==================== block 1
Block 1, M3 wires:
Bar = 50 µm.
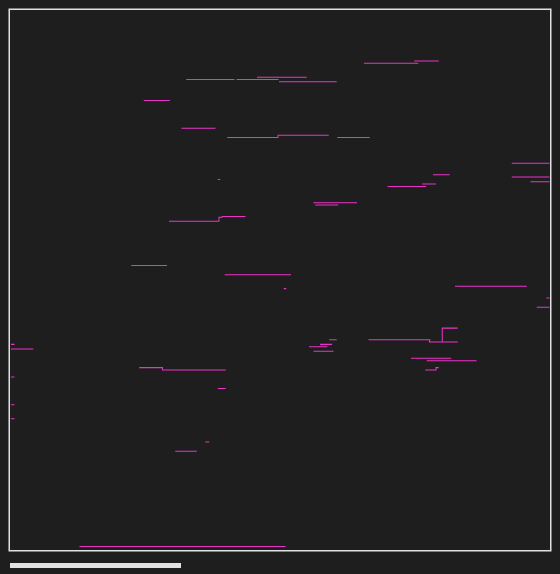

$ cat src/rtl/spi_sram_responder.sv
// Serves memory-controller word requests from a 23LC1024-class SPI SRAM (mode 0, one frame each).
// Define SPI_SRAM_MODE_INIT_EN to send a WRMR (sequential mode) frame after reset.
module spi_sram_responder #(
   parameter int unsigned CLK_DIV        = 2,
   parameter int unsigned CS_HIGH_CYCLES = 4
) (
   input  logic        clk,
   input  logic        reset,
   input  logic        req,
   input  logic        memory_we,
   input  logic [15:0] address_in,
   input  logic [15:0] wdata,
   output logic        off_chip_mem_ready,
   output logic [15:0] rdata,
   output logic        rdata_valid,
   output logic        spi_sck,
   output logic        spi_cs_n,
   output logic        spi_mosi,
   input  logic        spi_miso
);

   typedef enum logic [1:0] {StIdle, StShift, StGap, StInit} state_t;

   localparam logic [15:0] DivLast = 16'(CLK_DIV - 1);
   localparam logic [15:0] GapLast = 16'(CS_HIGH_CYCLES - 1);

   state_t      state;
   logic [46:0] frame_sr;   // frame bits still to send, below the one currently on MOSI
   logic [15:0] miso_sr;
   logic [15:0] div_cnt;
   logic [15:0] gap_cnt;
   logic [5:0]  bit_cnt;
   logic [5:0]  last_bit;
   logic        is_read;
   logic [47:0] req_frame;

   assign req_frame = {(memory_we ? 8'h02 : 8'h03), 7'b0, address_in, 1'b0,
                       (memory_we ? wdata : 16'h0000)};

   always_ff @(posedge clk) begin
      if (reset) begin
`ifdef SPI_SRAM_MODE_INIT_EN
         state              <= StInit;
         off_chip_mem_ready <= 1'b0;
`else
         state              <= StIdle;
         off_chip_mem_ready <= 1'b1;
`endif
         spi_cs_n    <= 1'b1;
         spi_sck     <= 1'b0;
         spi_mosi    <= 1'b0;
         rdata       <= 16'h0000;
         rdata_valid <= 1'b0;
         frame_sr    <= '0;
         miso_sr     <= 16'h0000;
         div_cnt     <= 16'h0000;
         gap_cnt     <= 16'h0000;
         bit_cnt     <= 6'd0;
         last_bit    <= 6'd0;
         is_read     <= 1'b0;
      end else begin
         rdata_valid <= 1'b0;
         case (state)
            StIdle: begin
               if (req) begin
                  state              <= StShift;
                  off_chip_mem_ready <= 1'b0;
                  spi_cs_n           <= 1'b0;
                  spi_mosi           <= req_frame[47];
                  frame_sr           <= req_frame[46:0];
                  is_read            <= ~memory_we;
                  last_bit           <= 6'd47;
                  bit_cnt            <= 6'd0;
                  div_cnt            <= 16'h0000;
               end
            end
            StShift: begin
               if (div_cnt == DivLast) begin
                  div_cnt <= 16'h0000;
                  if (!spi_sck) begin
                     spi_sck <= 1'b1;
                     miso_sr <= {miso_sr[14:0], spi_miso};
                  end else begin
                     spi_sck <= 1'b0;
                     if (bit_cnt == last_bit) begin
                        state    <= StGap;
                        spi_cs_n <= 1'b1;
                        spi_mosi <= 1'b0;
                        gap_cnt  <= 16'h0000;
                        if (is_read) begin
                           rdata       <= miso_sr;
                           rdata_valid <= 1'b1;
                        end
                     end else begin
                        bit_cnt  <= bit_cnt + 6'd1;
                        spi_mosi <= frame_sr[46];
                        frame_sr <= {frame_sr[45:0], 1'b0};
                     end
                  end
               end else begin
                  div_cnt <= div_cnt + 16'h0001;
               end
            end
            StGap: begin
               if (gap_cnt == GapLast) begin
                  state              <= StIdle;
                  off_chip_mem_ready <= 1'b1;
               end else begin
                  gap_cnt <= gap_cnt + 16'h0001;
               end
            end
            default: begin
`ifdef SPI_SRAM_MODE_INIT_EN
               // WRMR 0x01, mode 0x40 as a 16-bit frame left-aligned in the shifter
               state    <= StShift;
               spi_cs_n <= 1'b0;
               spi_mosi <= 1'b0;
               frame_sr <= {15'h0140, 32'h0000_0000};
               is_read  <= 1'b0;
               last_bit <= 6'd15;
               bit_cnt  <= 6'd0;
               div_cnt  <= 16'h0000;
`else
               state              <= StIdle;
               off_chip_mem_ready <= 1'b1;
`endif
            end
         endcase
      end
   end

endmodule

$ cat config.mk
export PLATFORM = sky130hd
export DESIGN_NAME = spi_sram_responder
export DESIGN_NICKNAME = d
export VERILOG_FILES = /design/src/rtl/spi_sram_responder.sv
export SDC_FILE = /design/constraint.sdc
export NUM_CORES = 1
export LEC_CHECK = 0
export CORE_MARGIN = 2
export CORE_UTILIZATION = 24
export CTS_BUF_LIST = sky130_fd_sc_hd__clkbuf_8 sky130_fd_sc_hd__clkbuf_16
export DETAILED_ROUTE_END_ITERATION = 8
export PLACE_DENSITY = 0.39
export SLEW_MARGIN = 10
export SYNTH_ARGS = -nofsm -noshare
export SYNTH_HDL_FRONTEND = slang
export SYNTH_SLANG_ARGS = --single-unit
$ cat constraint.sdc
create_clock -name clk -period 2.6 [get_ports clk]
set_clock_uncertainty 0.1 [all_clocks]
set_input_delay 0.52 -clock clk [delete_from_list [all_inputs] [get_ports clk]]
set_output_delay 0.52 -clock clk [all_outputs]
set_load 0.05 [all_outputs]
==================== block 2
--- src/rtl/bw_mult_pkg.sv ---
`default_nettype none
// ============================================================================
// Module   : bw_mult_pkg
// Brief    : Shared definitions for the sequential Baugh-Wooley multiplier:
//            FSM state encoding and the correction constant K.
// Revision : 1.0 - initial release
// ============================================================================
package bw_mult_pkg;

    // FSM state encoding shared by the multiplier top level
    localparam int         c_ST_W    = 2;
    localparam logic [1:0] c_st_idle = 2'd0;
    localparam logic [1:0] c_st_run  = 2'd1;
    localparam logic [1:0] c_st_done = 2'd2;

    // Baugh-Wooley correction constant. Returned 64 bits wide; the caller
    // keeps the low A_W+B_W bits, which realises the modulo 2^(A_W+B_W).
    // Unsigned operation needs no correction, so K is zero.
    function automatic logic [63:0] bw_k_const(input int a_w, input int b_w,
                                               input logic sgn);
        logic [63:0] k;
        k = '0;
        if (sgn) begin
            k = (64'd1 << (a_w - 1)) + (64'd1 << (b_w - 1))
              + (64'd1 << (a_w + b_w - 1));
        end
        return k;
    endfunction

endpackage
`default_nettype wire

--- src/rtl/bw_row_gen.sv ---
`default_nettype none
// ============================================================================
// Module   : bw_row_gen
// Brief    : Combinational Baugh-Wooley partial-product row generator. ANDs
//            the multiplicand with one multiplier bit and inverts the cross
//            sign terms (exactly one operand's sign bit involved) in signed
//            mode.
// Revision : 1.0 - initial release
// ============================================================================
module bw_row_gen #(
    parameter int A_W = 7
) (
    input  logic [A_W-1:0] a,
    input  logic           b_bit,
    input  logic           is_last_row,
    input  logic           sgn,
    output logic [A_W-1:0] row
);

    // On the last row every non-sign bit of a meets b's sign bit; on other
    // rows only a's sign bit is a cross term. a_msb x b_msb stays positive.
    wire w_inv_low = sgn & is_last_row;
    wire w_inv_msb = sgn & ~is_last_row;

    genvar j;
    generate
        for (j = 0; j < A_W; j++) begin : g_bit
            if (j == A_W - 1) begin : g_msb
                assign row[j] = (a[j] & b_bit) ^ w_inv_msb;
            end else begin : g_low
                assign row[j] = (a[j] & b_bit) ^ w_inv_low;
            end
        end
    endgenerate

endmodule
`default_nettype wire

--- src/rtl/bw_seq_mult.sv ---
`default_nettype none
// ============================================================================
// Module   : bw_seq_mult
// Brief    : Sequential Baugh-Wooley multiplier, one partial-product row per
//            clock, signed or unsigned, with start/busy/done handshake.
// Revision : 1.0 - initial release
// ============================================================================
module bw_seq_mult
    import bw_mult_pkg::*;
#(
    parameter int A_W = 7,
    parameter int B_W = 5
) (
    input  logic             clk,
    input  logic             rst,
    input  logic             start,
    input  logic             sgn,
    input  logic [A_W-1:0]   a,
    input  logic [B_W-1:0]   b,
    output logic             busy,
    output logic             done,
    output logic [A_W+B_W-1:0] p
);

    localparam int P_W   = A_W + B_W;
    localparam int CNT_W = (B_W > 1) ? $clog2(B_W) : 1;

    localparam logic [CNT_W-1:0] c_last_row   = CNT_W'(B_W - 1);
    localparam logic [63:0]      c_k_full     = bw_k_const(A_W, B_W, 1'b1);
    localparam logic [P_W-1:0]   c_k_signed   = c_k_full[P_W-1:0];

    logic [c_ST_W-1:0] r_state_q, w_state_d;
    logic [CNT_W-1:0]  r_cnt_q,   w_cnt_d;
    logic [A_W-1:0]    r_a_q,     w_a_d;
    logic [B_W-1:0]    r_b_q,     w_b_d;
    logic              r_sgn_q,   w_sgn_d;
    logic [P_W-1:0]    r_acc_q,   w_acc_d;
    logic [P_W-1:0]    r_p_q,     w_p_d;
    logic              r_busy_q,  w_busy_d;
    logic              r_done_q,  w_done_d;

    logic              w_last_row;
    logic [A_W-1:0]    w_row;
    logic [P_W-1:0]    w_row_shifted;
    logic [P_W-1:0]    w_sum;

    assign w_last_row    = (r_cnt_q == c_last_row);
    assign w_row_shifted = {{B_W{1'b0}}, w_row} << r_cnt_q;
    // Carries out of the MSB fall off here: the sum is modulo 2^P_W.
    assign w_sum         = r_acc_q + w_row_shifted;

    bw_row_gen #(
        .A_W (A_W)
    ) u_row_gen (
        .a           (r_a_q),
        .b_bit       (r_b_q[r_cnt_q]),
        .is_last_row (w_last_row),
        .sgn         (r_sgn_q),
        .row         (w_row)
    );

    // Next-state logic: accept in IDLE, accumulate one row per RUN cycle,
    // publish the product when the last row is added.
    always_comb begin
        w_state_d = r_state_q;
        w_cnt_d   = r_cnt_q;
        w_a_d     = r_a_q;
        w_b_d     = r_b_q;
        w_sgn_d   = r_sgn_q;
        w_acc_d   = r_acc_q;
        w_p_d     = r_p_q;
        case (r_state_q)
            c_st_idle: begin
                if (start) begin
                    w_a_d     = a;
                    w_b_d     = b;
                    w_sgn_d   = sgn;
                    w_acc_d   = sgn ? c_k_signed : '0;
                    w_cnt_d   = '0;
                    w_state_d = c_st_run;
                end
            end
            c_st_run: begin
                w_acc_d = w_sum;
                w_cnt_d = r_cnt_q + 1'b1;
                if (w_last_row) begin
                    w_p_d     = w_sum;
                    w_cnt_d   = '0;
                    w_state_d = c_st_done;
                end
            end
            c_st_done: begin
                w_state_d = c_st_idle;
            end
            default: begin
                w_state_d = c_st_idle;
            end
        endcase
        w_busy_d = (w_state_d == c_st_run);
        w_done_d = (w_state_d == c_st_done);
    end

    // State, datapath and registered-output flops with synchronous reset.
    always_ff @(posedge clk) begin
        if (rst) begin
            r_state_q <= c_st_idle;
            r_cnt_q   <= '0;
            r_a_q     <= '0;
            r_b_q     <= '0;
            r_sgn_q   <= 1'b0;
            r_acc_q   <= '0;
            r_p_q     <= '0;
            r_busy_q  <= 1'b0;
            r_done_q  <= 1'b0;
        end else begin
            r_state_q <= w_state_d;
            r_cnt_q   <= w_cnt_d;
            r_a_q     <= w_a_d;
            r_b_q     <= w_b_d;
            r_sgn_q   <= w_sgn_d;
            r_acc_q   <= w_acc_d;
            r_p_q     <= w_p_d;
            r_busy_q  <= w_busy_d;
            r_done_q  <= w_done_d;
        end
    end

    assign busy = r_busy_q;
    assign done = r_done_q;
    assign p    = r_p_q;

endmodule
`default_nettype wire

--- config.mk ---
export PLATFORM = sky130hd
export DESIGN_NAME = bw_seq_mult
export DESIGN_NICKNAME = d
export VERILOG_FILES = /design/src/rtl/bw_mult_pkg.sv /design/src/rtl/bw_row_gen.sv /design/src/rtl/bw_seq_mult.sv
export SDC_FILE = /design/constraint.sdc
export NUM_CORES = 1
export LEC_CHECK = 0
export ABC_AREA = 1
export ABC_CLOCK_PERIOD_IN_PS = 7500
export CORE_MARGIN = 2
export CORE_UTILIZATION = 27
export CTS_CLUSTER_DIAMETER = 40
export DETAILED_ROUTE_END_ITERATION = 16
export PLACE_DENSITY_LB_ADDON = 0.12
export SLEW_MARGIN = 10
export SYNTH_ARGS = -nofsm -noshare
export SYNTH_HDL_FRONTEND = slang
export SYNTH_HIERARCHICAL = 1
export SYNTH_SLANG_ARGS = --single-unit
--- constraint.sdc ---
create_clock -name clk -period 7.5 [get_ports clk]
set_input_delay 2.25 -clock clk [delete_from_list [all_inputs] [get_ports clk]]
set_output_delay 2.25 -clock clk [all_outputs]
set_load 0.02 [all_outputs]
Block 1, cell classes on the final placement:
Fill, decap, tap and diode cells in grey.
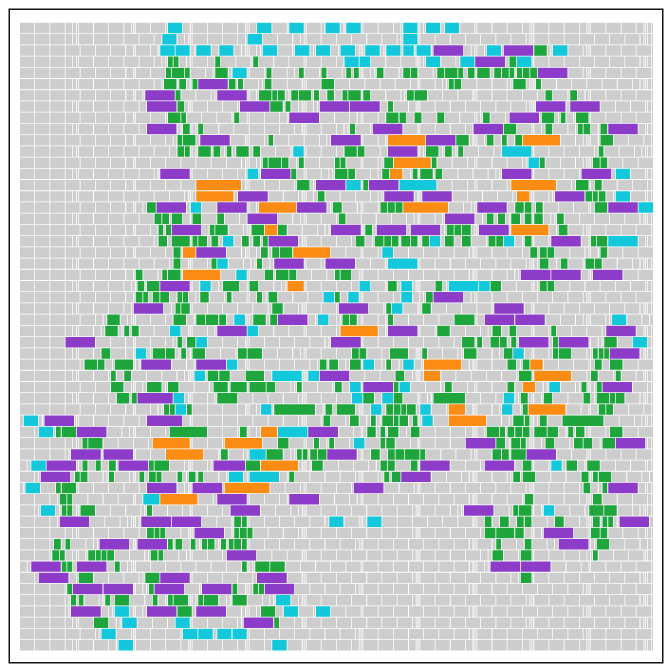
flops -> purple  # cells 126, share of their area 35%
other buffers and delay cells -> cyan  # cells 114, share of their area 15%
combinational and other logic -> green  # cells 509, share of their area 41%
clock drivers and dummy loads -> orange  # cells 32, share of their area 9.1%
Final Instance Area: 7714 µm²
Seq area share: 32.81%
Rows: 56
CORE AREA: 23400 µm²

About 'M3 wires' of block 1:
main direction = horizontal
nets with wire on the layer = 32
wire length on this layer = 463 µm
share of all routed wire = 2.7%
longest straight run = 60.0 µm
DR vias: 5473
drt total wl: 16.89 mm
met3 usage: 3.230%

==> qor.txt, block 1 <==
Async SR Flop Fraction = 0%
Top-count cell post-synth = dfxtp_1
Status = complete, no violations
Min-delay worst type = reg -> reg
Iter 0 DRT Violations = 313
Hold Startpoint = frame_sr[32]$_SDFFE_PP0P_
First drt pass iteration count = 4
Synth Seq Share = 44.29%
Final hold violations = 0
Die Size = 24980 µm²
Combinational share of cell area = 38.78%
CP max-delay cell = or4_4
Critical path startpoint = div_cnt[1]$_SDFFE_PP0P_
Seq pwr share = 34.6%
Avg Cell Area, Syn = 8.183 µm²
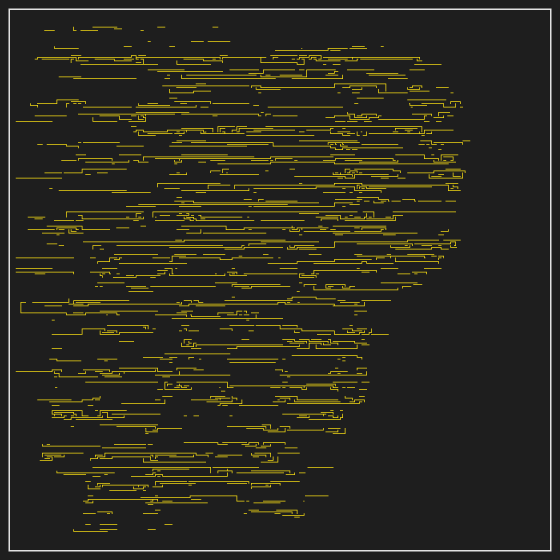
Block 2: met1 routing
share of all routed wire = 56%
longest straight run = 39.1 µm
wire length on this layer = 3880 µm
drt total wl: 6.893 mm
GR met1 Demand/Resource: 21.46%
DR vias: 2466

==> qor.txt, block 2 <==
Status = complete, no violations
Signal buffers = 30
Comb. pwr = 84.4 µW
Clk pwr = 147 µW
Maxcap violations = 0
Vias in the first global route = 2401
Top Metal Used = met4
CP Capture Type = register
Ant diodes = 0
Max power group = registers
Xor+xnor area frac = 2.297%
Combinational share of cell area = 49.46%
Setup violations, final = 0
Top FF cell, synth = dfxtp_1
Fin worst setup slack = 3.333 ns
Number of buffers on the longest clock path = 2
First drt pass iteration count = 4
Init Core Util = 27.56%
Max transition margin = 25.04%
Cell Type Count = 33
Yosys Chip Area = 2669 µm²
Combinational gates = 309
Placed cell area = 3059 µm²
Synth Cell Area = 2669 µm²
Hold_buf cts = 0
Clock sink count = 44
Main logic family = simple AND/OR/NAND/NOR gates
Total chip power = 484.1 µW
CORE AREA = 9684 µm²
# clk buffers = 7
Startpoint types = register
I/O Buffers = 29
Critical Path End = p[8]$_SDFFE_PP0P_
Final hold violations = 0
Gates resized, CTS repair = 0

==> notes/layouts.md <==
Pictures saved along the way, in no particular order.

Routed metal per tile.
Plate I
Bar = 50 µm. 32 x 32 tiles, from dark blue (low) to red (high), scaled to the fullest tile. Values are wire area over tile area, all layers added.
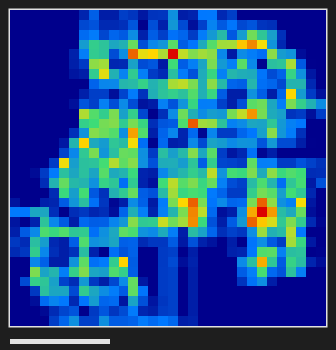
Plate II
Bar = 20 µm. 21 x 21 tiles, from dark blue (low) to red (high), scaled to the fullest tile. Values are wire area over tile area, all layers added.
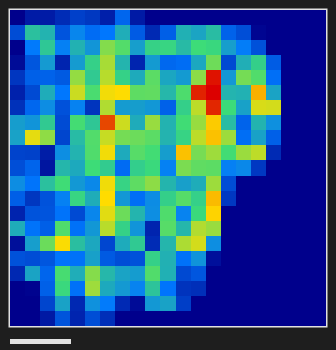
Plate I -> block 1
Plate II -> block 2
Of these, largest die: Plate I

Key to Plate I:
mean over tiles = 0.10
nearly empty tiles = 27%
fullest tile = 0.46
emptiest ninth of the die = top left



==> screenshots <==
Clock wiring as the flow saved it.
image #1
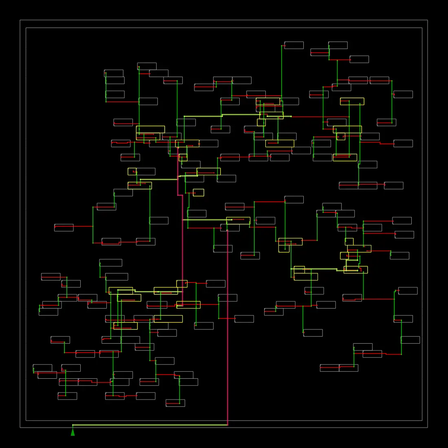
image #2
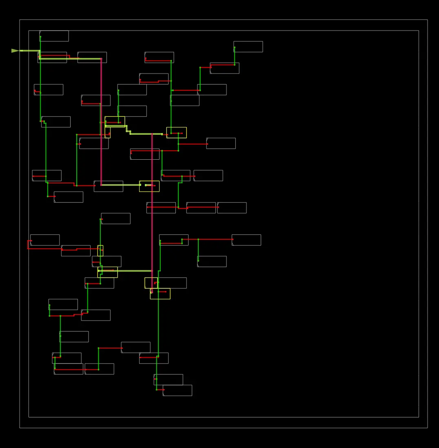
For block 2, see image #2.
For block 1, see image #1.
Of these, most sequential cells: image #1
Of these, most clock buffers: image #1

Power figures rest on the tool's default switching activity, not on a simulated workload.
